=== block 1 ===
Block 1, gate families picked out:
Bar = 20 µm.
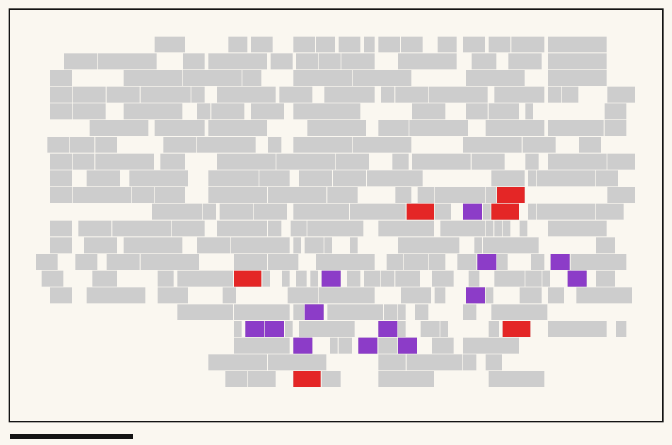

**src/rtl/sseg_pkg.sv**
```systemverilog
// -----------------------------------------------------------------------------
// sseg_pkg
// Shared constants and types for the 7-segment scan driver.
//   NUM_DIGITS : number of multiplexed digits
//   seg_t      : 8-bit active-low segment pattern, bit7 = dp
//   SSEG_BLANK : all segments off
//   AN_OFF     : all digit enables off (active-low)
//   an_select  : active-low one-hot enable for a digit index
// -----------------------------------------------------------------------------
package sseg_pkg;

  localparam int NUM_DIGITS = 4;

  typedef logic [7:0] seg_t;

  localparam seg_t       SSEG_BLANK = 8'hFF;
  localparam logic [3:0] AN_OFF     = 4'b1111;

  function automatic logic [3:0] an_select(input logic [1:0] idx);
    return ~(4'b0001 << idx);
  endfunction

endpackage

```
**src/rtl/mux_slot_timer.sv**
```systemverilog
// -----------------------------------------------------------------------------
// mux_slot_timer
// Slot timing for the digit scan: a cycle counter that wraps every
// REFRESH_DIV cycles and a 2-bit digit index that advances on each wrap.
//   clk, rst_n : clock, asynchronous active-low reset
//   idx        : digit currently being scanned (0..3)
//   drive      : 1 in the DRIVE phase, 0 in the BLANK dead-time at slot start
//   capture    : 1 on the final cycle of digit 3 (frame boundary)
// Parameters: REFRESH_DIV (>= 2) cycles per slot, DEAD_CYCLES (0..REFRESH_DIV-1)
// blanked cycles at the start of each slot.
// -----------------------------------------------------------------------------
module mux_slot_timer #(
  parameter int unsigned REFRESH_DIV = 50000,
  parameter int unsigned DEAD_CYCLES = 500
) (
  input  logic       clk,
  input  logic       rst_n,
  output logic [1:0] idx,
  output logic       drive,
  output logic       capture
);

  localparam int unsigned CNT_W = (REFRESH_DIV > 1) ? $clog2(REFRESH_DIV) : 1;
  localparam logic [CNT_W-1:0] CNT_LAST = CNT_W'(REFRESH_DIV - 1);

  logic [CNT_W-1:0] cnt_q, cnt_d;
  logic [1:0]       idx_q, idx_d;
  logic             slot_last;

  // NOTE: every signal assigned in always_comb gets a default first, so no
  // path leaves it unassigned and no latch is inferred.
  always_comb begin
    slot_last = (cnt_q == CNT_LAST);
    cnt_d     = cnt_q + 1'b1;
    idx_d     = idx_q;
    if (slot_last) begin
      cnt_d = '0;
      idx_d = idx_q + 2'd1;  // 3 wraps to 0 through the 2-bit width
    end
  end

  // NOTE: sequential state uses non-blocking assignments so every flop samples
  // the pre-edge value of its neighbours, independent of statement order.
  always_ff @(posedge clk or negedge rst_n) begin
    if (!rst_n) begin
      cnt_q <= '0;
      idx_q <= '0;
    end else begin
      cnt_q <= cnt_d;
      idx_q <= idx_d;
    end
  end

  // With no dead-time the comparison would be trivially true, so skip it.
  generate
    if (DEAD_CYCLES == 0) begin : g_no_dead
      assign drive = 1'b1;
    end else begin : g_dead
      assign drive = (cnt_q >= CNT_W'(DEAD_CYCLES));
    end
  endgenerate

  assign idx     = idx_q;
  assign capture = slot_last && (idx_q == 2'd3);

endmodule

```
**src/rtl/sseg_mux_scan.sv**
```systemverilog
// -----------------------------------------------------------------------------
// sseg_mux_scan
// Time-multiplexed scan driver for a 4-digit common-anode 7-segment display.
// A coherent frame of the four digit patterns is latched once per full scan,
// then each digit is driven in turn on a shared segment bus, with blanking
// dead-time at the start of every slot to suppress ghosting.
//   clk, rst_n      : clock, asynchronous active-low reset
//   hex0..hex3      : per-digit active-low patterns (hex0 rightmost, bit7 = dp)
//   bright[3:0]     : PWM brightness, only with SSEG_MUX_DIM_EN defined
//   an[3:0]         : active-low digit enables, an[i] selects digit i
//   sseg[7:0]       : active-low shared segment bus
//   frame_tick      : one-cycle pulse in the cycle after a frame is latched
// Optional build macro: SSEG_MUX_DIM_EN adds the bright input and a 16-step
// PWM dimmer that gates the DRIVE phase.
// Outputs are registered: an/sseg in cycle k+1 reflect the scan state of
// cycle k.
// -----------------------------------------------------------------------------
module sseg_mux_scan
  import sseg_pkg::*;
#(
  parameter int unsigned REFRESH_DIV = 50000,
  parameter int unsigned DEAD_CYCLES = 500
) (
  input  logic       clk,
  input  logic       rst_n,
  input  logic [7:0] hex0,
  input  logic [7:0] hex1,
  input  logic [7:0] hex2,
  input  logic [7:0] hex3,
`ifdef SSEG_MUX_DIM_EN
  input  logic [3:0] bright,
`endif
  output logic [3:0] an,
  output logic [7:0] sseg,
  output logic       frame_tick
);

  logic [1:0] idx;
  logic       drive;
  logic       capture;

  mux_slot_timer #(
    .REFRESH_DIV (REFRESH_DIV),
    .DEAD_CYCLES (DEAD_CYCLES)
  ) u_timer (
    .clk     (clk),
    .rst_n   (rst_n),
    .idx     (idx),
    .drive   (drive),
    .capture (capture)
  );

  seg_t       f_q [NUM_DIGITS];
  seg_t       f_d [NUM_DIGITS];
  logic       valid_q, valid_d;
  logic [3:0] an_q, an_d;
  seg_t       sseg_q, sseg_d;
  logic       frame_tick_q, frame_tick_d;
  logic       lit;

`ifdef SSEG_MUX_DIM_EN
  logic [3:0] pwm_q, pwm_d;
`endif

  always_comb begin
    f_d          = f_q;
    valid_d      = valid_q;
    frame_tick_d = capture;
    an_d         = AN_OFF;
    sseg_d       = SSEG_BLANK;

    if (capture) begin
      f_d[0]  = hex0;
      f_d[1]  = hex1;
      f_d[2]  = hex2;
      f_d[3]  = hex3;
      valid_d = 1'b1;
    end

    // Until the first frame has been latched the display stays fully dark
    // (no digit enabled), so a scan restart always begins with a blank frame.
    lit = drive && valid_q;

`ifdef SSEG_MUX_DIM_EN
    // pwm free-runs through DRIVE cycles only; bright is used unlatched.
    pwm_d = drive ? pwm_q + 4'd1 : pwm_q;
    lit   = lit && (pwm_q < bright);
`endif

    if (lit) begin
      an_d   = an_select(idx);
      sseg_d = f_q[idx];
    end
  end

  always_ff @(posedge clk or negedge rst_n) begin
    if (!rst_n) begin
      // NOTE: the frame registers are an addressable array but are reset like
      // any other flop, because the first displayed frame must be blank.
      for (int i = 0; i < NUM_DIGITS; i++) f_q[i] <= SSEG_BLANK;
      valid_q      <= 1'b0;
      an_q         <= AN_OFF;
      sseg_q       <= SSEG_BLANK;
      frame_tick_q <= 1'b0;
`ifdef SSEG_MUX_DIM_EN
      pwm_q        <= '0;
`endif
    end else begin
      for (int i = 0; i < NUM_DIGITS; i++) f_q[i] <= f_d[i];
      valid_q      <= valid_d;
      an_q         <= an_d;
      sseg_q       <= sseg_d;
      frame_tick_q <= frame_tick_d;
`ifdef SSEG_MUX_DIM_EN
      pwm_q        <= pwm_d;
`endif
    end
  end

  assign an         = an_q;
  assign sseg       = sseg_q;
  assign frame_tick = frame_tick_q;

endmodule

```
**config.mk**
```make
export PLATFORM = sky130hd
export DESIGN_NAME = sseg_mux_scan
export DESIGN_NICKNAME = d
export VERILOG_FILES = /design/src/rtl/sseg_pkg.sv /design/src/rtl/mux_slot_timer.sv /design/src/rtl/sseg_mux_scan.sv
export SDC_FILE = /design/constraint.sdc
export NUM_CORES = 1
export LEC_CHECK = 0
export CAP_MARGIN = 20
export CORE_ASPECT_RATIO = 0.6
export CORE_MARGIN = 4
export CORE_UTILIZATION = 50
export DETAILED_ROUTE_END_ITERATION = 8
export PLACE_DENSITY = 0.75
export SLEW_MARGIN = 40
export SYNTH_ARGS = -nofsm -noshare
export SYNTH_HDL_FRONTEND = slang
export SYNTH_SLANG_ARGS = --single-unit
export TNS_END_PERCENT = 100
```
**constraint.sdc**
```tcl
create_clock -name clk -period 1.9 [get_ports clk]
set_input_delay 0.38 -clock clk [delete_from_list [all_inputs] [get_ports clk]]
set_output_delay 0.38 -clock clk [all_outputs]
set_load 0.03 [all_outputs]
```
=== block 2 ===
$ cat config.mk
export PLATFORM = sky130hd
export DESIGN_NAME = cke_sched
export DESIGN_NICKNAME = d
export VERILOG_FILES = /design/src/rtl/cke_sched.sv
export SDC_FILE = /design/constraint.sdc
export NUM_CORES = 1
export LEC_CHECK = 0
export ABC_AREA = 1
export CAP_MARGIN = 10
export CORE_MARGIN = 3
export CORE_UTILIZATION = 50
export CTS_CLUSTER_SIZE = 25
export DETAILED_ROUTE_END_ITERATION = 12
export GPL_TIMING_DRIVEN = 0
export PLACE_DENSITY_LB_ADDON = 0.25
export SETUP_SLACK_MARGIN = 0.4
export SLEW_MARGIN = 30
export SYNTH_ARGS = -nofsm -noshare
export SYNTH_HDL_FRONTEND = slang
export SYNTH_SLANG_ARGS = --single-unit
$ cat constraint.sdc
create_clock -name clk -period 2.4 [get_ports clk]
set_clock_uncertainty 0.1 [all_clocks]
set_input_delay 0.24 -clock clk [delete_from_list [all_inputs] [get_ports clk]]
set_output_delay 0.24 -clock clk [all_outputs]
set_load 0.1 [all_outputs]
$ cat src/rtl/cke_sched.sv
// Multi-channel clock-enable scheduler: a shared prescaler base tick is divided per channel.
// Optional pending/interrupt logic is built when CKE_SCHED_IRQ_EN is defined.
module cke_sched #(
  parameter int N        = 4,
  parameter int W        = 16,
  parameter int PRESCALE = 50,
  parameter int CW       = (N > 1) ? $clog2(N) : 1
) (
  input  logic          clk,
  input  logic          rst_,
  input  logic          ena,
  input  logic          cfg_we,
  input  logic          cfg_stop,
  input  logic [CW-1:0] cfg_ch,
  input  logic [W-1:0]  cfg_period,
  input  logic          cfg_oneshot,
`ifdef CKE_SCHED_IRQ_EN
  input  logic [N-1:0]  ack,
  output logic [N-1:0]  pend,
  output logic          irq,
`endif
  output logic          tick,
  output logic [N-1:0]  cke,
  output logic [N-1:0]  active
);

  localparam int PW = (PRESCALE > 1) ? $clog2(PRESCALE) : 1;
  localparam logic [PW-1:0] PMAX = PW'(PRESCALE - 1);
  localparam logic [PW-1:0] PONE = {{(PW-1){1'b0}}, 1'b1};
  localparam logic [W-1:0]  WONE = {{(W-1){1'b0}}, 1'b1};
  localparam logic [W-1:0]  WZERO = {W{1'b0}};

  typedef enum logic {IDLE = 1'b0, RUN = 1'b1} st_e;

  logic [PW-1:0] presc_r;
  logic          tick_s;
  logic          tick_r;

  st_e           state_r    [N];
  st_e           state_nx_s [N];
  logic [W-1:0]  cnt_r      [N];
  logic [W-1:0]  cnt_nx_s   [N];
  logic [W-1:0]  period_r   [N];
  logic [W-1:0]  period_nx_s[N];
  logic [N-1:0]  oneshot_r;
  logic [N-1:0]  oneshot_nx_s;
  logic [N-1:0]  fire_s;
  logic [N-1:0]  cke_nx_s;
  logic [N-1:0]  active_nx_s;
  logic [N-1:0]  cke_r;
  logic [N-1:0]  active_r;

  // Base tick is the last prescaler count of an enabled cycle.
  always_comb begin
    tick_s = ena & (presc_r == PMAX);
  end

  // Prescaler and registered tick output; only ena advances the count.
  always_ff @(posedge clk) begin
    if (rst_) begin
      presc_r <= {PW{1'b0}};
      tick_r  <= 1'b0;
    end else begin
      tick_r <= tick_s;
      if (ena) begin
        if (presc_r == PMAX) begin
          presc_r <= {PW{1'b0}};
        end else begin
          presc_r <= presc_r + PONE;
        end
      end
    end
  end

  // Channel state registers.
  always_ff @(posedge clk) begin
    for (int i = 0; i < N; i++) begin
      if (rst_) begin
        state_r[i]  <= IDLE;
        cnt_r[i]    <= WZERO;
        period_r[i] <= WZERO;
      end else begin
        state_r[i]  <= state_nx_s[i];
        cnt_r[i]    <= cnt_nx_s[i];
        period_r[i] <= period_nx_s[i];
      end
    end
    if (rst_) begin
      oneshot_r <= {N{1'b0}};
    end else begin
      oneshot_r <= oneshot_nx_s;
    end
  end

  // Channel next-state: stop beats write, write beats the tick, then countdown/fire.
  always_comb begin
    for (int i = 0; i < N; i++) begin
      logic hit_s;
      logic stop_s;
      logic wr_s;
      hit_s           = (32'(cfg_ch) == 32'(i));
      stop_s          = hit_s & cfg_stop;
      wr_s            = hit_s & cfg_we & ~cfg_stop;
      state_nx_s[i]   = state_r[i];
      cnt_nx_s[i]     = cnt_r[i];
      period_nx_s[i]  = period_r[i];
      oneshot_nx_s[i] = oneshot_r[i];
      fire_s[i]       = 1'b0;
      case (state_r[i])
        IDLE: begin
          if (wr_s && (cfg_period != WZERO)) begin
            state_nx_s[i]   = RUN;
            cnt_nx_s[i]     = cfg_period - WONE;
            period_nx_s[i]  = cfg_period;
            oneshot_nx_s[i] = cfg_oneshot;
          end else begin
            state_nx_s[i]   = IDLE;
          end
        end
        RUN: begin
          if (stop_s || (wr_s && (cfg_period == WZERO))) begin
            state_nx_s[i] = IDLE;
          end else if (wr_s) begin
            cnt_nx_s[i]     = cfg_period - WONE;
            period_nx_s[i]  = cfg_period;
            oneshot_nx_s[i] = cfg_oneshot;
          end else if (tick_s) begin
            if (cnt_r[i] == WZERO) begin
              fire_s[i] = 1'b1;
              if (oneshot_r[i]) begin
                state_nx_s[i] = IDLE;
              end else begin
                cnt_nx_s[i] = period_r[i] - WONE;
              end
            end else begin
              cnt_nx_s[i] = cnt_r[i] - WONE;
            end
          end else begin
            state_nx_s[i] = RUN;
          end
        end
        default: begin
          state_nx_s[i] = IDLE;
        end
      endcase
    end
  end

  // Output decode from the next state so active and a one-shot cke change on the same edge.
  always_comb begin
    cke_nx_s = fire_s;
    for (int i = 0; i < N; i++) begin
      active_nx_s[i] = (state_nx_s[i] == RUN);
    end
  end

  // Registered channel outputs.
  always_ff @(posedge clk) begin
    if (rst_) begin
      cke_r    <= {N{1'b0}};
      active_r <= {N{1'b0}};
    end else begin
      cke_r    <= cke_nx_s;
      active_r <= active_nx_s;
    end
  end

  assign tick   = tick_r;
  assign cke    = cke_r;
  assign active = active_r;

`ifdef CKE_SCHED_IRQ_EN
  logic [N-1:0] pend_r;
  logic [N-1:0] pend_nx_s;
  logic         irq_r;

  // A new pulse sets pend even when ack clears it in the same cycle.
  always_comb begin
    pend_nx_s = (pend_r & ~ack) | cke_nx_s;
  end

  // Pending flags and interrupt line.
  always_ff @(posedge clk) begin
    if (rst_) begin
      pend_r <= {N{1'b0}};
      irq_r  <= 1'b0;
    end else begin
      pend_r <= pend_nx_s;
      irq_r  <= |pend_nx_s;
    end
  end

  assign pend = pend_r;
  assign irq  = irq_r;
`endif

endmodule

=== block 3 ===
**config.mk**
```make
export PLATFORM = sky130hd
export DESIGN_NAME = uart_tx_fifo
export DESIGN_NICKNAME = d
export VERILOG_FILES = /design/src/rtl/uart_tx_fifo.sv
export SDC_FILE = /design/constraint.sdc
export NUM_CORES = 1
export LEC_CHECK = 0
export ABC_CLOCK_PERIOD_IN_PS = 13100
export CORE_ASPECT_RATIO = 1.75
export CORE_MARGIN = 3
export CORE_UTILIZATION = 55
export CTS_CLUSTER_DIAMETER = 120
export CTS_CLUSTER_SIZE = 25
export DETAILED_ROUTE_END_ITERATION = 12
export PLACE_DENSITY = 0.72
export SYNTH_ARGS = -nofsm -noshare
export SYNTH_HDL_FRONTEND = slang
export SYNTH_SLANG_ARGS = --single-unit
```
**constraint.sdc**
```tcl
create_clock -name clk -period 13.1 [get_ports clk]
set_input_delay 1.965 -clock clk [delete_from_list [all_inputs] [get_ports clk]]
set_output_delay 1.965 -clock clk [all_outputs]
set_load 0.01 [all_outputs]
```
**src/rtl/uart_tx_fifo.sv**
```systemverilog
`default_nettype none
// ============================================================================
// Module   : uart_tx_fifo
// Brief    : UART transmitter with input FIFO, baud divider, runtime frame
//            format, frame-boundary CTS flow control and break generation.
// Revision : 1.0
// ============================================================================
module uart_tx_fifo #(
   parameter int MAX_DATA_BITS = 9,
   parameter int FIFO_DEPTH    = 8,
   parameter int DIV_WIDTH     = 16
) (
   input  logic                            clk,
   input  logic                            rst,
   input  logic [DIV_WIDTH-1:0]            cfg_div,
   input  logic [3:0]                      cfg_data_bits,
   input  logic [1:0]                      cfg_parity,
   input  logic                            cfg_stop2,
   input  logic                            s_valid,
   output logic                            s_ready,
   input  logic [MAX_DATA_BITS-1:0]        s_data,
   input  logic                            cts,
   input  logic                            break_req,
   output logic                            tx_out,
   output logic                            tx_busy,
   output logic                            tx_done,
   output logic [$clog2(FIFO_DEPTH+1)-1:0] fifo_level
);
   localparam int                   c_LVL_W   = $clog2(FIFO_DEPTH + 1);
   localparam int                   c_PTR_W   = $clog2(FIFO_DEPTH);
   localparam logic [c_LVL_W-1:0]   c_DEPTH   = c_LVL_W'(FIFO_DEPTH);
   localparam logic [c_PTR_W-1:0]   c_PTR_ONE = c_PTR_W'(1);
   localparam logic [DIV_WIDTH:0]   c_CNT_ONE = (DIV_WIDTH + 1)'(1);
   localparam logic [DIV_WIDTH-1:0] c_DIV_MIN = DIV_WIDTH'(2);
   localparam logic [3:0]           c_NB_MIN  = 4'd5;
   localparam logic [3:0]           c_NB_MAX  = 4'(MAX_DATA_BITS);

   typedef enum logic [2:0] {
      S_IDLE, S_START, S_DATA, S_PARITY, S_STOP1, S_STOP2, S_BREAK, S_BRK_GUARD
   } state_t;

   logic [MAX_DATA_BITS-1:0] mem_q [FIFO_DEPTH];
   logic [c_PTR_W-1:0]       wptr_q, rptr_q;
   logic [c_LVL_W-1:0]       level_q;

   state_t                   state_q, state_d;
   logic [DIV_WIDTH:0]       cnt_q, cnt_d;
   logic [DIV_WIDTH-1:0]     div_q, div_d;
   logic [3:0]               nbits_q, nbits_d, idx_q, idx_d;
   logic                     par_en_q, par_en_d, par_bit_q, par_bit_d;
   logic                     stop2_q, stop2_d, tx_q, tx_d, busy_q, busy_d;
   logic [MAX_DATA_BITS-1:0] shift_q, shift_d;

   logic                     push, pop, eval, done, bit_end, guard_end;
   logic [DIV_WIDTH-1:0]     div_eff;
   logic [3:0]               nbits_eff;
   logic [MAX_DATA_BITS-1:0] head, head_masked;

   assign s_ready    = !rst && (level_q < c_DEPTH);
   assign push       = s_valid && s_ready;
   assign head       = mem_q[rptr_q];
   assign div_eff    = (cfg_div < c_DIV_MIN) ? c_DIV_MIN : cfg_div;
   assign nbits_eff  = (cfg_data_bits < c_NB_MIN) ? c_NB_MIN :
                       (cfg_data_bits > c_NB_MAX) ? c_NB_MAX : cfg_data_bits;
   assign bit_end    = (cnt_q == ({1'b0, div_q} - c_CNT_ONE));
   assign guard_end  = (cnt_q == ({div_q, 1'b0} - c_CNT_ONE));

   always_comb begin
      head_masked = '0;
      for (int i = 0; i < MAX_DATA_BITS; i++) begin
         head_masked[i] = head[i] & (4'(i) < nbits_eff);
      end
   end

   always_comb begin
      state_d   = state_q;
      cnt_d     = cnt_q + c_CNT_ONE;
      div_d     = div_q;
      nbits_d   = nbits_q;
      idx_d     = idx_q;
      par_en_d  = par_en_q;
      par_bit_d = par_bit_q;
      stop2_d   = stop2_q;
      shift_d   = shift_q;
      tx_d      = tx_q;
      busy_d    = busy_q;
      pop       = 1'b0;
      eval      = 1'b0;
      done      = 1'b0;

      case (state_q)
         S_IDLE: eval = 1'b1;
         S_START: begin
            if (bit_end) begin
               state_d = S_DATA;
               cnt_d   = '0;
               tx_d    = shift_q[0];
               shift_d = shift_q >> 1;
               idx_d   = '0;
            end
         end
         S_DATA: begin
            if (bit_end) begin
               cnt_d = '0;
               if (idx_q == nbits_q - 4'd1) begin
                  state_d = par_en_q ? S_PARITY : S_STOP1;
                  tx_d    = par_en_q ? par_bit_q : 1'b1;
               end else begin
                  tx_d    = shift_q[0];
                  shift_d = shift_q >> 1;
                  idx_d   = idx_q + 4'd1;
               end
            end
         end
         S_PARITY: begin
            if (bit_end) begin
               state_d = S_STOP1;
               cnt_d   = '0;
               tx_d    = 1'b1;
            end
         end
         S_STOP1: begin
            if (bit_end) begin
               cnt_d = '0;
               if (stop2_q) begin
                  state_d = S_STOP2;
               end else begin
                  done = 1'b1;
                  eval = 1'b1;
               end
            end
         end
         S_STOP2: begin
            if (bit_end) begin
               done = 1'b1;
               eval = 1'b1;
            end
         end
         S_BREAK: begin
            if (!break_req) begin
               state_d = S_BRK_GUARD;
               cnt_d   = '0;
               tx_d    = 1'b1;
            end
         end
         S_BRK_GUARD: eval = guard_end;
         default: state_d = S_IDLE;
      endcase

      // Shared decision point: idle, last cycle of a frame, end of break guard.
      if (eval) begin
         if (break_req) begin
            state_d = S_BREAK;
            tx_d    = 1'b0;
            busy_d  = 1'b1;
            div_d   = div_eff;
         end else if ((level_q != '0) && cts) begin
            pop       = 1'b1;
            state_d   = S_START;
            cnt_d     = '0;
            tx_d      = 1'b0;
            busy_d    = 1'b1;
            div_d     = div_eff;
            nbits_d   = nbits_eff;
            par_en_d  = (cfg_parity != 2'b00);
            par_bit_d = (cfg_parity == 2'b11) ? 1'b1 : ((^head_masked) ^ cfg_parity[1]);
            stop2_d   = cfg_stop2;
            shift_d   = head_masked;
            idx_d     = '0;
         end else begin
            state_d = S_IDLE;
            tx_d    = 1'b1;
            busy_d  = 1'b0;
         end
      end
   end

   always_ff @(posedge clk) begin
      if (push) begin
         mem_q[wptr_q] <= s_data;
      end
   end

   always_ff @(posedge clk or posedge rst) begin
      if (rst) begin
         wptr_q    <= '0;
         rptr_q    <= '0;
         level_q   <= '0;
         state_q   <= S_IDLE;
         cnt_q     <= '0;
         div_q     <= c_DIV_MIN;
         nbits_q   <= c_NB_MIN;
         idx_q     <= '0;
         par_en_q  <= 1'b0;
         par_bit_q <= 1'b0;
         stop2_q   <= 1'b0;
         shift_q   <= '0;
         tx_q      <= 1'b1;
         busy_q    <= 1'b0;
      end else begin
         if (push) wptr_q <= wptr_q + c_PTR_ONE;
         if (pop)  rptr_q <= rptr_q + c_PTR_ONE;
         level_q   <= level_q + c_LVL_W'(push) - c_LVL_W'(pop);
         state_q   <= state_d;
         cnt_q     <= cnt_d;
         div_q     <= div_d;
         nbits_q   <= nbits_d;
         idx_q     <= idx_d;
         par_en_q  <= par_en_d;
         par_bit_q <= par_bit_d;
         stop2_q   <= stop2_d;
         shift_q   <= shift_d;
         tx_q      <= tx_d;
         busy_q    <= busy_d;
      end
   end

   assign tx_out     = tx_q;
   assign tx_busy    = busy_q;
   assign tx_done    = done;
   assign fifo_level = level_q;

endmodule
`default_nettype wire

```
Block 1, cells by drive strength:
Bar = 20 µm.
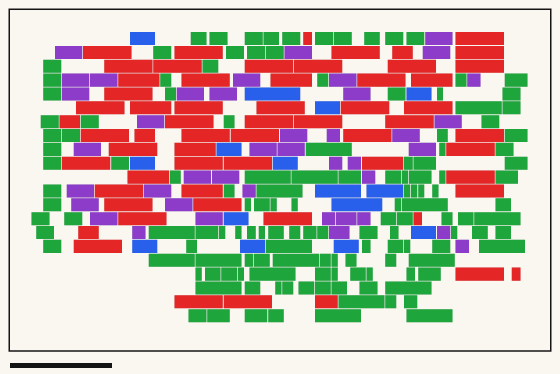
[x1 and smaller] green | cells: 139
[x2] red | cells: 60
[x6 and larger] blue | cells: 15
[x3 and x4] purple | cells: 41

## Picture notes: 'gate families picked out' of block 1
[xor and xnor cells] purple | cells: 13
[fa/ha/maj cells] red | cells: 6

==> flow_results.org, block 1 <==
#+TITLE: Synthesis and PnR summary

** Critical path
- The worst setup path is launched from a flop.
- Crit Path Max Fanout :: 17

** Clock network
- Looking at the worst setup and hold paths, the clock pins of their registers show a slew of ~0.080 ns.
- Sink count of the clock tree :: approximately 64
- H-tree Lvls :: 3
- CTS placed an instance of sky130_fd_sc_hd__clkbuf_8 at the clock tree root.

** Detailed routing
- Total number of vias :: ~1700
- Signal nets in the final route climb as high as met4.
- Initial DRC Count :: approximately 63

** Timing
- Counting endpoints that fail hold in the final report gives 0.
- The final layout reports a setup TNS of 0 ns.

** Floorplanning
- During I/O placement, the number of pins put on the boundary was 47.
- Die X :: roughly 110 µm
- Starting utilization of the core area :: 0.5173
- After floorplanning, the core was divided into 21 placement rows.

** Placed design
- At the end of routability-driven placement, the weighted congestion stood at around 0.76.

** Cells and area
- Per the run report, area growth between synthesis and finish was 29.61%.
- Num sequential :: about 64
- In the final layout, the multi-input gates occupy 1146 µm².
- Excluding fillers, the count of instances in the completed layout stands at roughly 340.
- Diodes inserted :: 0

** Run status
- Run status :: complete, no violations

** Logic synthesis
- Yosys reg bits :: roughly 64
- The post-synth count of flops with an enable pin is 0.
- The warning tally printed by Yosys for this design is 0.
- Per the synthesis report, the simple-gate share of the synthesized area is 0.09336.

** Pwr
- Power per unit of standard cell area :: roughly 750 nW/µm²
- Final total power :: 2.804 mW

** Worst hold path
- Worst min path class :: input port to asynchronous set/reset pin
block 1: cells by family (layout without fill, tap and decap cells):
| logic type | Yosys count | after routing |
|---|---|---|
| adders and majority gates | 6 | 6 |
| and+or+nand+nor | 45 | 45 |
| xor gates and xnor gates | 13 | 13 |
| AOI/OAI and AO/OA | 6 | 6 |
| muxes | 40 | 40 |
| DFF | 64 | 64 |
| buffers and inverters | 14 | 81 |
block 1: power breakdown:
part	internal (mW)	total [mW]	switching [mW]
clock	0.673	1.19	0.517
combinational	0.119	0.167	0.0486
sequential	1.43	1.45	0.0209
Block 2, gate families picked out:
Bar = 50 µm.
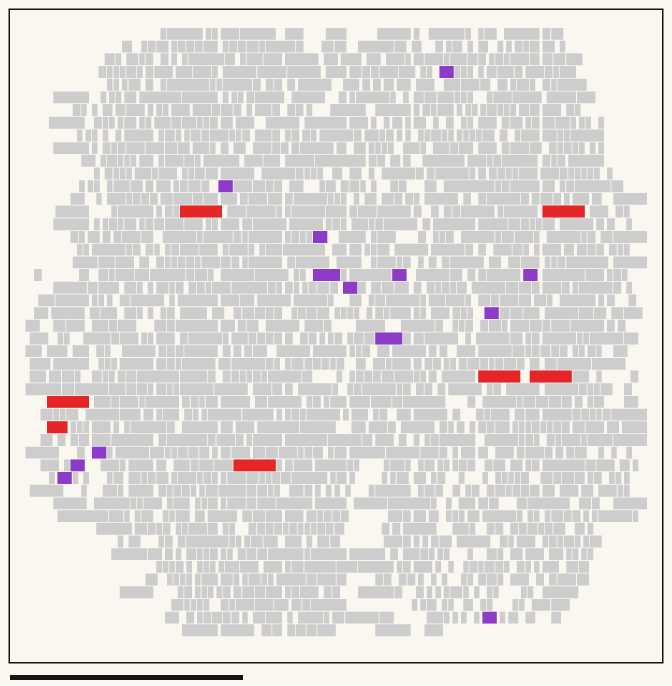
[fa/ha/maj cells] red | cells: 7
[xor and xnor cells] purple | cells: 13

==> flow_results.org, block 2 <==
#+TITLE: Synthesis and PnR summary

** Placed design
- Per the placement report, the placed cell count is about 1700.

** Floorplanning
- According to the floorplan report, the placeable core area is around 17000 µm².
- Floorplan die height :: approximately 140 µm

** Logic synthesis
- Proportion of synthesized flip-flops having asynchronous set or reset :: 0
- Ranked by total cell area, the synthesized netlist is headed by sky130_fd_sc_hd__dfxtp_1 33%, sky130_fd_sc_hd__nand2_1 14%, sky130_fd_sc_hd__nor2_1 10%.
- In this run the cell area of the synthesized design comes to roughly 8900 µm².

** Clock network
- CTS reports a maximum clock tree buffer depth of 2.
- Buffers inserted during clock tree synthesis total 17.
- The tree built by TritonCTS fans out to 147 sinks.
- Post-CTS setup-driven buffer insertion count :: slightly below 70

** Timing
- Min Clock Period, post-route :: ~2.3 ns
- Number of endpoints with negative hold slack in the final report :: 0
- Worst-Margin Slew :: 1.197 ns

** Run status
- The run finished with clean final reports.

** Critical path
- Tracing the worst setup path back leads to its startpoint at cnt_r[3][13]$_SDFFE_PP0P_.
- Among all stages on the critical path, the largest delay is contributed by sky130_fd_sc_hd__dfxtp_2.

** Detailed routing
- Final antenna-violating net count :: 0
- Initial DRC Count :: 1877

** GRT
- Largest net degree at the start of global routing :: 17
-- block 2: layout make-up --
| class | count | area share |
|---|---|---|
| plain buffers | 64 | 0.03577 |
| clock buffers | 17 | 0.03243 |
| clock inverters | 15 | 0.01383 |
| inverters | 155 | 0.04807 |
| multi-input cells | 1099 | 0.5081 |
| flip-flops and latches | 147 | 0.2291 |
| well taps | 225 | 0.02146 |
| repair buffers | 160 | 0.1112 |
Block 3, where the registers sit:
Bar = 20 µm. Other sequential cells in the stronger grey, the rest of the logic in the fainter grey.
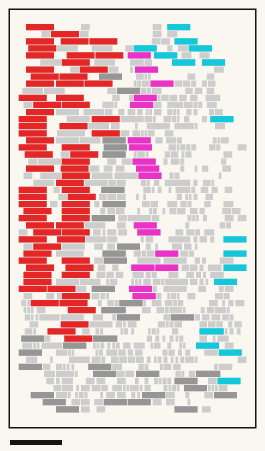
[div_q] cyan | placed flops: 16
[mem_q] red | placed flops: 72
[cnt_q] magenta | placed flops: 17

==> flow_results.org, block 3 <==
#+TITLE: Synthesis and PnR summary

** GRT
- Met3 demand-to-capacity share in global routing :: 0.03110
- The via count of the first global-routing pass is between 5000 and 6000.

** Logic synthesis
- At floorplan, the net count of the design was reported as between 600 and 700.
- Of the post-synthesis cell area, the part taken by muxes is 0.1223.
- In this run, the synthesized area fraction spent on AND-OR/OR-AND gates is recorded as 0.07746.
- Post-synth the commonest register cell is sky130_fd_sc_hd__edfxtp_1.
- Sorting the synthesized cells by area gives the leading types as sky130_fd_sc_hd__edfxtp_1 29%, sky130_fd_sc_hd__dfrtp_1 21%, sky130_fd_sc_hd__mux4_2 5.4%.

** Timing
- Count of endpoints failing setup in the final report :: 0
- Slew margin rel. :: 0.2807

** Placed design
- Number of cells after detailed placement :: around 790
- Buffers placed on the I/O ports in this run total between 40 and 50.

** Cells and area
- Clock tree buffer count of the final layout :: 17
- Compared with the post-synthesis result, the final layout area differs by 13.30%.
- Non-clk invs :: 23
- The most common logic cells in the final layout are 72 x sky130_fd_sc_hd__edfxtp_1, 64 x sky130_fd_sc_hd__dfrtp_1, 55 x sky130_fd_sc_hd__nor2_1, 45 x sky130_fd_sc_hd__xnor2_1, 44 x sky130_fd_sc_hd__clkdlybuf4s50_1.

** Critical path
- STA classifies the critical path startpoint as a flop.
- The worst register-to-register path has a setup slack of around 8.4 ns.
- In this run the critical register-to-register path is captured at fifo_level[1]$_DFF_PP0_.
- Slowest library cell on the worst path :: sky130_fd_sc_hd__or3b_2
- Data on the critical path arrives at its endpoint at approximately 4 ns.
- Critical path buffers and inverters :: 2

** Detailed routing
- Initial DRC Count :: between 200 and 250
- The detailed router placed a little under 5000 vias in this run.

** Run status
- Run status :: complete, no violations
-- block 3: metal layers --
metal / share of wire / vias up
met4: 0.041 / 0
li1: - / 2272
met2: 0.58 / 140
met5: 0 / -
met1: 0.34 / 2405
met3: 0.033 / 37
-- block 3: power by group --
part           switching [mW]  internal, mW  total [mW]  leakage, nW
Clock                   0.203         0.288       0.490        0.291
Sequential              0.148         0.566       0.713         1.47
Combinational           0.333         0.337       0.670         1.44

=== block 4 ===
Block 4, cells by drive strength:
Bar = 20 µm.
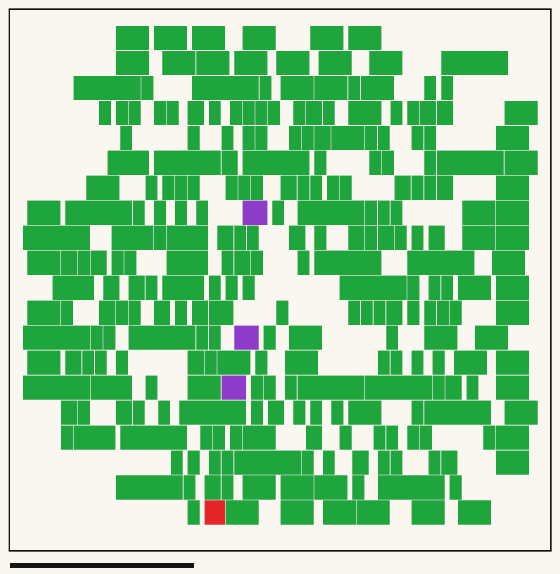

**src/rtl/mult_ctrl_8x8_if.sv**
```systemverilog
// Operand/control bundle between the shift-add multiplier control unit and its environment.
// The 9-bit add/sub stage sits outside the block and closes the loop through add_s.
interface mult_ctrl_8x8_if #(parameter int N_BITS = 8);
    logic              Run;
    logic              ClearA_LoadB;
    logic [N_BITS-1:0] SW;
    logic [N_BITS:0]   add_a;
    logic [N_BITS:0]   add_b;
    logic              add_fn;
    logic [N_BITS:0]   add_s;
    logic [N_BITS-1:0] Aval;
    logic [N_BITS-1:0] Bval;
    logic              Xval;
    logic              busy;
    logic              done;

    modport slave (
        input  Run, ClearA_LoadB, SW, add_s,
        output add_a, add_b, add_fn, Aval, Bval, Xval, busy, done
    );

    modport master (
        output Run, ClearA_LoadB, SW, add_s,
        input  add_a, add_b, add_fn, Aval, Bval, Xval, busy, done
    );
endinterface

```
**src/rtl/mult_ctrl_8x8.sv**
```systemverilog
// Register unit + control FSM for an 8x8 signed shift-add multiplier; product lands in {A,B}.
// Latency: 16 busy cycles (ADD/SHIFT pairs) after the start edge; no backpressure, Run is a level request.
module mult_ctrl_8x8 #(
    parameter int N_BITS = 8
) (
    input  logic            Clk,
    input  logic            Reset,
    mult_ctrl_8x8_if.slave  bus
);
    localparam int CW = $clog2(N_BITS);

    typedef enum logic [1:0] {S_IDLE, S_ADD, S_SHIFT, S_DONE} state_t;

    state_t            state_q, state_d;
    logic              x_q, x_d;
    logic [N_BITS-1:0] a_q, a_d;
    logic [N_BITS-1:0] b_q, b_d;
    logic [CW-1:0]     cnt_q, cnt_d;
    logic              run_q, run_d;
    logic              last_step;
    logic              start;

    assign last_step = (cnt_q == CW'(N_BITS - 1));
    assign start     = bus.Run && !run_q;

    always_ff @(posedge Clk) begin
        if (Reset) begin
            state_q <= S_IDLE;
            x_q     <= 1'b0;
            a_q     <= '0;
            b_q     <= '0;
            cnt_q   <= '0;
            run_q   <= 1'b0;
        end else begin
            state_q <= state_d;
            x_q     <= x_d;
            a_q     <= a_d;
            b_q     <= b_d;
            cnt_q   <= cnt_d;
            run_q   <= run_d;
        end
    end

    always_comb begin
        state_d = state_q;
        x_d     = x_q;
        a_d     = a_q;
        b_d     = b_q;
        cnt_d   = cnt_q;
        run_d   = bus.Run;
        unique case (state_q)
            S_IDLE: begin
                // A start wins over a same-cycle load; B is kept as the multiplier.
                if (start) begin
                    x_d     = 1'b0;
                    a_d     = '0;
                    cnt_d   = '0;
                    state_d = S_ADD;
                end else if (bus.ClearA_LoadB) begin
                    x_d = 1'b0;
                    a_d = '0;
                    b_d = bus.SW;
                end
            end
            S_ADD: begin
                if (b_q[0]) begin
                    {x_d, a_d} = bus.add_s;
                end
                state_d = S_SHIFT;
            end
            S_SHIFT: begin
                {x_d, a_d, b_d} = {x_q, x_q, a_q, b_q[N_BITS-1:1]};
                cnt_d           = cnt_q + CW'(1);
                state_d         = last_step ? S_DONE : S_ADD;
            end
            S_DONE: begin
                if (!bus.Run) begin
                    state_d = S_IDLE;
                end
            end
            default: state_d = S_IDLE;
        endcase
    end

    // The multiplier MSB carries negative weight, so the final step subtracts S.
    assign bus.add_a  = {x_q, a_q};
    assign bus.add_b  = {bus.SW[N_BITS-1], bus.SW};
    assign bus.add_fn = last_step;
    assign bus.Aval   = a_q;
    assign bus.Bval   = b_q;
    assign bus.Xval   = x_q;
    assign bus.busy   = (state_q == S_ADD) || (state_q == S_SHIFT);
    assign bus.done   = (state_q == S_DONE);
endmodule

```
**src/flat_wrapper.sv**
```systemverilog
// flat-port wrapper written by rule: the top's interface ports become plain ports
module mult_ctrl_8x8_flat 
#(
    parameter int N_BITS = 8
)
  (Clk, Reset, bus_Run, bus_ClearA_LoadB, bus_SW, bus_add_s, bus_add_a, bus_add_b, bus_add_fn, bus_Aval, bus_Bval, bus_Xval, bus_busy, bus_done);
  mult_ctrl_8x8_if #(.N_BITS(N_BITS)) bus_i ();
  input  logic Clk;
  input  logic Reset;
  input wire logic [$bits(bus_i.Run)-1:0] bus_Run;
  input wire logic [$bits(bus_i.ClearA_LoadB)-1:0] bus_ClearA_LoadB;
  input wire logic [$bits(bus_i.SW)-1:0] bus_SW;
  input wire logic [$bits(bus_i.add_s)-1:0] bus_add_s;
  output wire logic [$bits(bus_i.add_a)-1:0] bus_add_a;
  output wire logic [$bits(bus_i.add_b)-1:0] bus_add_b;
  output wire logic [$bits(bus_i.add_fn)-1:0] bus_add_fn;
  output wire logic [$bits(bus_i.Aval)-1:0] bus_Aval;
  output wire logic [$bits(bus_i.Bval)-1:0] bus_Bval;
  output wire logic [$bits(bus_i.Xval)-1:0] bus_Xval;
  output wire logic [$bits(bus_i.busy)-1:0] bus_busy;
  output wire logic [$bits(bus_i.done)-1:0] bus_done;
  assign bus_i.Run = bus_Run;
  assign bus_i.ClearA_LoadB = bus_ClearA_LoadB;
  assign bus_i.SW = bus_SW;
  assign bus_i.add_s = bus_add_s;
  assign bus_add_a = bus_i.add_a;
  assign bus_add_b = bus_i.add_b;
  assign bus_add_fn = bus_i.add_fn;
  assign bus_Aval = bus_i.Aval;
  assign bus_Bval = bus_i.Bval;
  assign bus_Xval = bus_i.Xval;
  assign bus_busy = bus_i.busy;
  assign bus_done = bus_i.done;
  mult_ctrl_8x8 #(.N_BITS(N_BITS)) u_core (.Clk(Clk), .Reset(Reset), .bus(bus_i));
endmodule
```
**config.mk**
```make
export PLATFORM = sky130hd
export DESIGN_NAME = mult_ctrl_8x8_flat
export DESIGN_NICKNAME = d
export VERILOG_FILES = /design/src/rtl/mult_ctrl_8x8_if.sv /design/src/rtl/mult_ctrl_8x8.sv /design/src/flat_wrapper.sv
export SDC_FILE = /design/constraint.sdc
export NUM_CORES = 1
export LEC_CHECK = 0
export ABC_AREA = 1
export CORE_UTILIZATION = 45
export CTS_CLUSTER_SIZE = 25
export DETAILED_ROUTE_END_ITERATION = 16
export PLACE_DENSITY = 0.82
export RECOVER_POWER = 100
export SKIP_CTS_REPAIR_TIMING = 1
export SLEW_MARGIN = 15
export SYNTH_ARGS = -nofsm -noshare
export SYNTH_HDL_FRONTEND = slang
export SYNTH_SLANG_ARGS = --single-unit
```
**constraint.sdc**
```tcl
create_clock -name Clk -period 3.92 [get_ports Clk]
set_input_delay 0.784 -clock Clk [delete_from_list [all_inputs] [get_ports Clk]]
set_output_delay 0.784 -clock Clk [all_outputs]
set_load 0.01 [all_outputs]
```
=== block 5 ===
===== config.mk =====
export PLATFORM = sky130hd
export DESIGN_NAME = bit_serial_adder
export DESIGN_NICKNAME = d
export VERILOG_FILES = /design/src/rtl/bit_serial_adder_pkg.sv /design/src/rtl/bit_serial_adder_half_adder.sv /design/src/rtl/bit_serial_adder.sv
export SDC_FILE = /design/constraint.sdc
export NUM_CORES = 1
export LEC_CHECK = 0
export ABC_AREA = 1
export CAP_MARGIN = 5
export CORE_MARGIN = 5
export CORE_UTILIZATION = 42
export DETAILED_ROUTE_END_ITERATION = 6
export PLACE_DENSITY = 0.86
export SLEW_MARGIN = 20
export SYNTH_ARGS = -nofsm -noshare
export SYNTH_HDL_FRONTEND = slang
export SYNTH_SLANG_ARGS = --single-unit

===== constraint.sdc =====
create_clock -name clk -period 1.43 [get_ports clk]
set_input_delay 0.286 -clock clk [delete_from_list [all_inputs] [get_ports clk]]
set_output_delay 0.286 -clock clk [all_outputs]
set_load 0.005 [all_outputs]

===== src/rtl/bit_serial_adder_pkg.sv =====
// Purpose: shared types and constants for the bit-serial adder and the tile top level.
// Latency: n/a (declarations only).
// Backpressure: n/a.
package bit_serial_adder_pkg;

  // Default operand/result width; legal range is 2..16.
  localparam int WIDTH_DEFAULT = 8;

  // COLLECT: shifting in operand bit pairs. DONE: holding a finished result.
  typedef enum logic {
    COLLECT = 1'b0,
    DONE    = 1'b1
  } state_e;

endpackage


===== src/rtl/bit_serial_adder_half_adder.sv =====
// Purpose: half adder cell (a, b -> s, c), purely combinational.
// Latency: 0 cycles.
// Backpressure: none.
// Ports: a, b operand bits; s = a ^ b; c = a & b.
module bit_serial_adder_half_adder (
  input  logic a,
  input  logic b,
  output logic s,
  output logic c
);

  assign s = a ^ b;
  assign c = a & b;

endmodule


===== src/rtl/bit_serial_adder.sv =====
// Purpose: LSB-first bit-serial adder; accumulates WIDTH bit pairs into {cout, sum_out}.
// Latency: out_valid rises 1 cycle after the WIDTH-th accepted bit pair.
// Backpressure: result held while out_ready=0; in_ready=0 until the result is taken.
// Ports:
//   clk, rst_n (sync, active-low), flush (sync abort of partial word/result)
//   a_bit, b_bit, in_valid / in_ready    : serial operand feed
//   sum_out, cout, out_valid / out_ready : completed result
//   bit_cnt                              : bit pairs accepted in current word
module bit_serial_adder
  import bit_serial_adder_pkg::*;
#(
  parameter int WIDTH = WIDTH_DEFAULT,
  parameter int CNT_W = $clog2(WIDTH)
) (
  input  logic             clk,
  input  logic             rst_n,
  input  logic             flush,
  input  logic             a_bit,
  input  logic             b_bit,
  input  logic             in_valid,
  output logic             in_ready,
  output logic [WIDTH-1:0] sum_out,
  output logic             cout,
  output logic             out_valid,
  input  logic             out_ready,
  output logic [CNT_W-1:0] bit_cnt
);

  state_e state;
  state_e state_nxt;

  logic carry;
  logic ha0_s;
  logic ha0_c;
  logic sum_bit;
  logic ha1_c;
  logic carry_nxt;

  logic accept;
  logic last_beat;
  logic out_fire;

  // Full-adder bit slice: two half adders, carries ORed (they never both fire).
  bit_serial_adder_half_adder u_ha0 (
    .a (a_bit),
    .b (b_bit),
    .s (ha0_s),
    .c (ha0_c)
  );

  bit_serial_adder_half_adder u_ha1 (
    .a (ha0_s),
    .b (carry),
    .s (sum_bit),
    .c (ha1_c)
  );

  assign carry_nxt = ha0_c | ha1_c;

  // Decoded from state directly rather than from in_ready/out_valid so the
  // next-state logic has no path back through its own outputs.
  assign accept    = in_valid && (state == COLLECT);
  assign out_fire  = out_ready && (state == DONE);
  assign last_beat = (bit_cnt == CNT_W'(WIDTH - 1));

  // State register; flush forces COLLECT in the next-state logic below.
  always_ff @(posedge clk) begin
    if (!rst_n) begin
      state <= COLLECT;
    end else begin
      state <= state_nxt;
    end
  end

  always_comb begin
    state_nxt = state;
    in_ready  = 1'b0;
    out_valid = 1'b0;
    case (state)
      COLLECT: begin
        in_ready = 1'b1;
        if (in_valid && last_beat) begin
          state_nxt = DONE;
        end
      end
      DONE: begin
        out_valid = 1'b1;
        if (out_ready) begin
          state_nxt = COLLECT;
        end
      end
      default: begin
        state_nxt = COLLECT;
      end
    endcase
    // Abort wins over both a completing beat and an output handshake.
    if (flush) begin
      state_nxt = COLLECT;
    end
  end

  // Datapath: carry flop, bit counter, result shift register and cout.
  always_ff @(posedge clk) begin
    if (!rst_n || flush) begin
      carry   <= 1'b0;
      bit_cnt <= '0;
      sum_out <= '0;
      cout    <= 1'b0;
    end else begin
      if (accept) begin
        carry   <= carry_nxt;
        // New bit enters at the MSB, so after WIDTH shifts the first bit sits at bit 0.
        sum_out <= {sum_bit, sum_out[WIDTH-1:1]};
        if (last_beat) begin
          bit_cnt <= '0;
          cout    <= carry_nxt;
        end else begin
          bit_cnt <= bit_cnt + CNT_W'(1);
        end
      end
      // The finished word's carry must not seed the next word.
      if (out_fire) begin
        carry <= 1'b0;
      end
    end
  end

endmodule



## Gallery

Gate families picked out.
panel A
Bar = 20 µm.
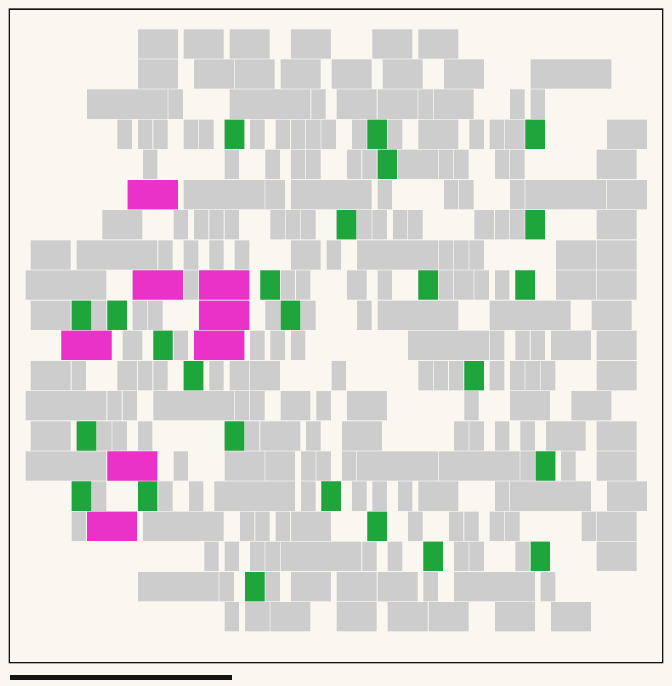
panel B
Bar = 10 µm.
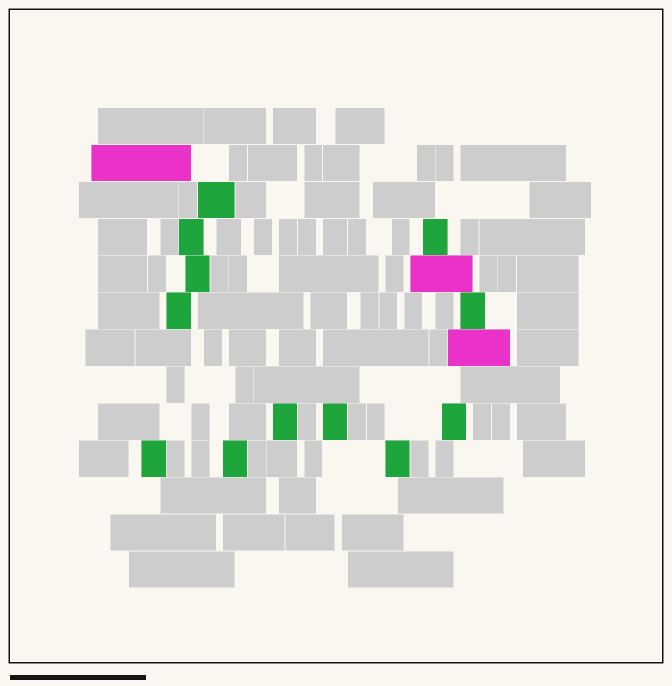
panel A: block 4
panel B: block 5
The one with the largest die is panel A.
The one with the most cells is panel A.

Key to panel B:
[fa/ha/maj cells] magenta | cells: 3
[aoi and oai cells] green | cells: 12

Block 4, routing congestion map:
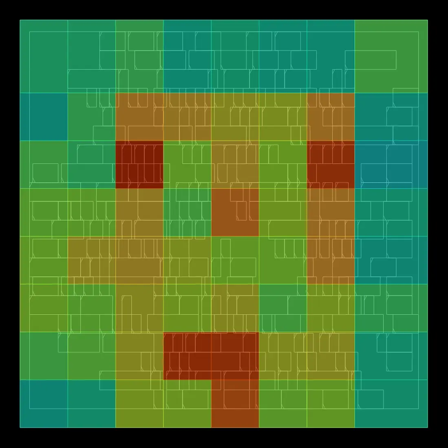
final core utilization: 0.6299
overall routing resource usage: 0.1788

Notes on 'cells by drive strength' of block 4 above:
[x2] red | cells: 1
[x1 and smaller] green | cells: 263
[x3 and x4] purple | cells: 3

==> flow_results.org, block 4 <==
#+TITLE: Synthesis and PnR summary

** Cells and area
- The layout report lists the multi-input gate area as between 700 and 800 µm².
- For the completed layout, the total cell area is recorded as about 1900 µm².
- Clock tree buffer count of the final layout :: 4
- Between the synthesized netlist and the finished layout, the area growth was recorded as 32.39%.
- In the layout the tool counted multi-input logic cells amounting to about 160.
- Data buffer area share :: 0.3019

** Run status
- The flow ran to the end, and the final reports show no timing, DRC or antenna violations.

** Detailed routing
- Total number of vias :: about 1400
- # DRC :: 0
- Topmost layer with routed signal wires :: met4

** Flow run
- The run reported a max-capacitance violation count of 0.

** Logic synthesis
- Register area share after synthesis :: 0.3170
- Yosys chip area :: between 1000 and 1500 µm²
- FA/HA/MAJ Cells, Area Fraction :: 0.06891
- The mapped netlist covers 1453 µm².
- Number of distinct library cells after synthesis :: 17

** Pwr
- The power report attributes to the combinational group a share of 0.532.

** GRT
- On met3, the global router reports a usage of 0.02418.
- Global-route track usage on met2 :: 0.3003

** Timing
- Slew margin rel. :: 0.6363
- Final setup margin :: 1.169 ns
- Worst hold slack :: around 0.47 ns
- Post-route period utilization is reported as 0.7017.

** Critical path
- Setup slack, reg-to-reg :: around 1.6 ns
- Startpoint of the lowest-slack register-to-register path :: u_core.state_q[0]$_SDFFE_PP0P_
- The OpenROAD report gives the critical path a data arrival time of 1.97 ns.

** Clock network
- CTS tree :: built
==> block 4: cell usage after synthesis (all sizes together) <==
cell type and number:
dfxtp 23, ha 8, clkinv 1, inv 22, nand3 8, o21ai 12, nor2 33, nand3b 1
a21oi 13, nand2 84, buf 25
==> block 4: flip-flops by register name, indices dropped and copies added, names as in the netlist <==
| signal | flops |
|---|---|
| u_core.bus.Xval | 1 |
| u_core.state_q | 2 |
| u_core.run_q | 1 |
| u_core.bus.Bval | 8 |
| u_core.bus.Aval | 8 |
| u_core.cnt_q | 3 |
Block 5, where the registers sit:
Bar = 10 µm. Other sequential cells in the stronger grey, the rest of the logic in the fainter grey.
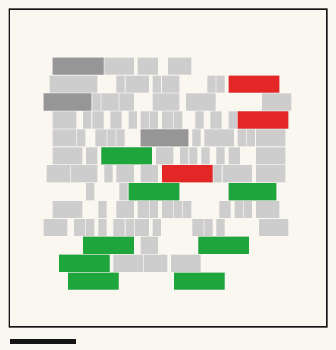
[sum_out] green | placed flops: 8
[bit_cnt] red | placed flops: 3
not coloured: 3

Block 5, placed cells, one colour a class:
Bar = 10 µm.
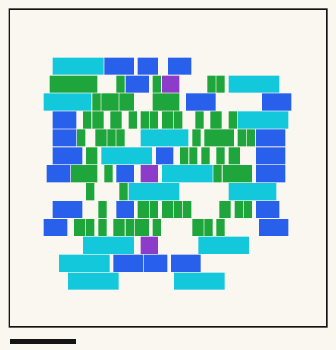
[clock-net drivers] purple | cells: 3 | share of their area: 2.6%
[registers] cyan | cells: 14 | share of their area: 34%
[remaining buffers and delay cells] blue | cells: 23 | share of their area: 29%
[remaining logic cells] green | cells: 59 | share of their area: 34%

==> flow_results.org, block 5 <==
#+TITLE: Synthesis and PnR summary

** Run status
- Run status :: complete, no violations

** Flow run
- Max-capacitance violation count :: 0

** Floorplanning
- Std cell rows :: 13
- Tap cell count :: 15

** Timing
- RSZ-0062 raised after global routing :: no

** GRT
- Entering global routing, the biggest net connects 15 pins.
- For this run, global-route usage on met2 was measured as 0.2005.

** Logic synthesis
- Post-synthesis share of cell area spent on and-or and or-and gates :: 0.1033
- According to the Yosys statistics, the synthesized design has a chip area of between 600 and 700 µm².
- The synth_stat.txt file lists the number of cells as around 76.
- Mapped Cells :: around 76

** Critical path
- Arrival @ worst endpoint :: ~1.1 ns
- List of cells traversed by the critical path :: clkdlybuf4s50_1

** Detailed routing
- # DRC :: 0
- Nets still carrying antenna violations after routing amount to 0.
block 5: state kept, by name, indices dropped and copies added (netlist names):
register	count
cout	1
carry	1
state	1
sum_out	8
bit_cnt	3
block 5: kinds of logic after synthesis:
| logic type | after synthesis |
|---|---|
| AOI/OAI and AO/OA | 12 |
| adders and majority gates | 3 |
| DFF | 14 |
| and+or+nand+nor | 38 |
| buffers and inverters | 9 |
block 5: repair_timing:
item | in CTS | in global routing
resized | 11 | 12
buffers inserted | 1 | 1
setup endpoints to repair | 11 | 12
pin swaps | 0 | 0


## Gallery

Routing congestion map.
Plate I
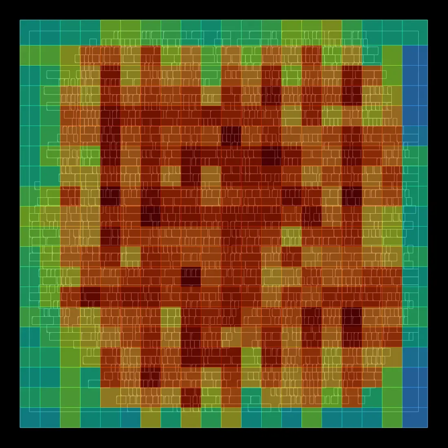
Plate II
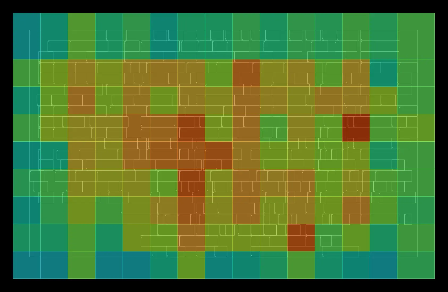
Plate III
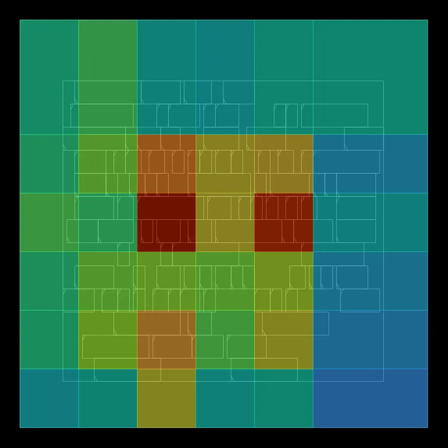
Plate IV
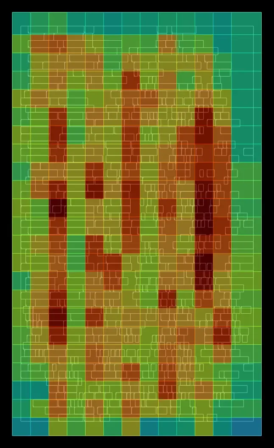
Of these, highest track usage: Plate I
Of these, least wire per cell: Plate III
For block 3, see Plate IV.
For block 2, see Plate I.
For block 5, see Plate III.
For block 1, see Plate II.

Power figures rest on the tool's default switching activity, not on a simulated workload.
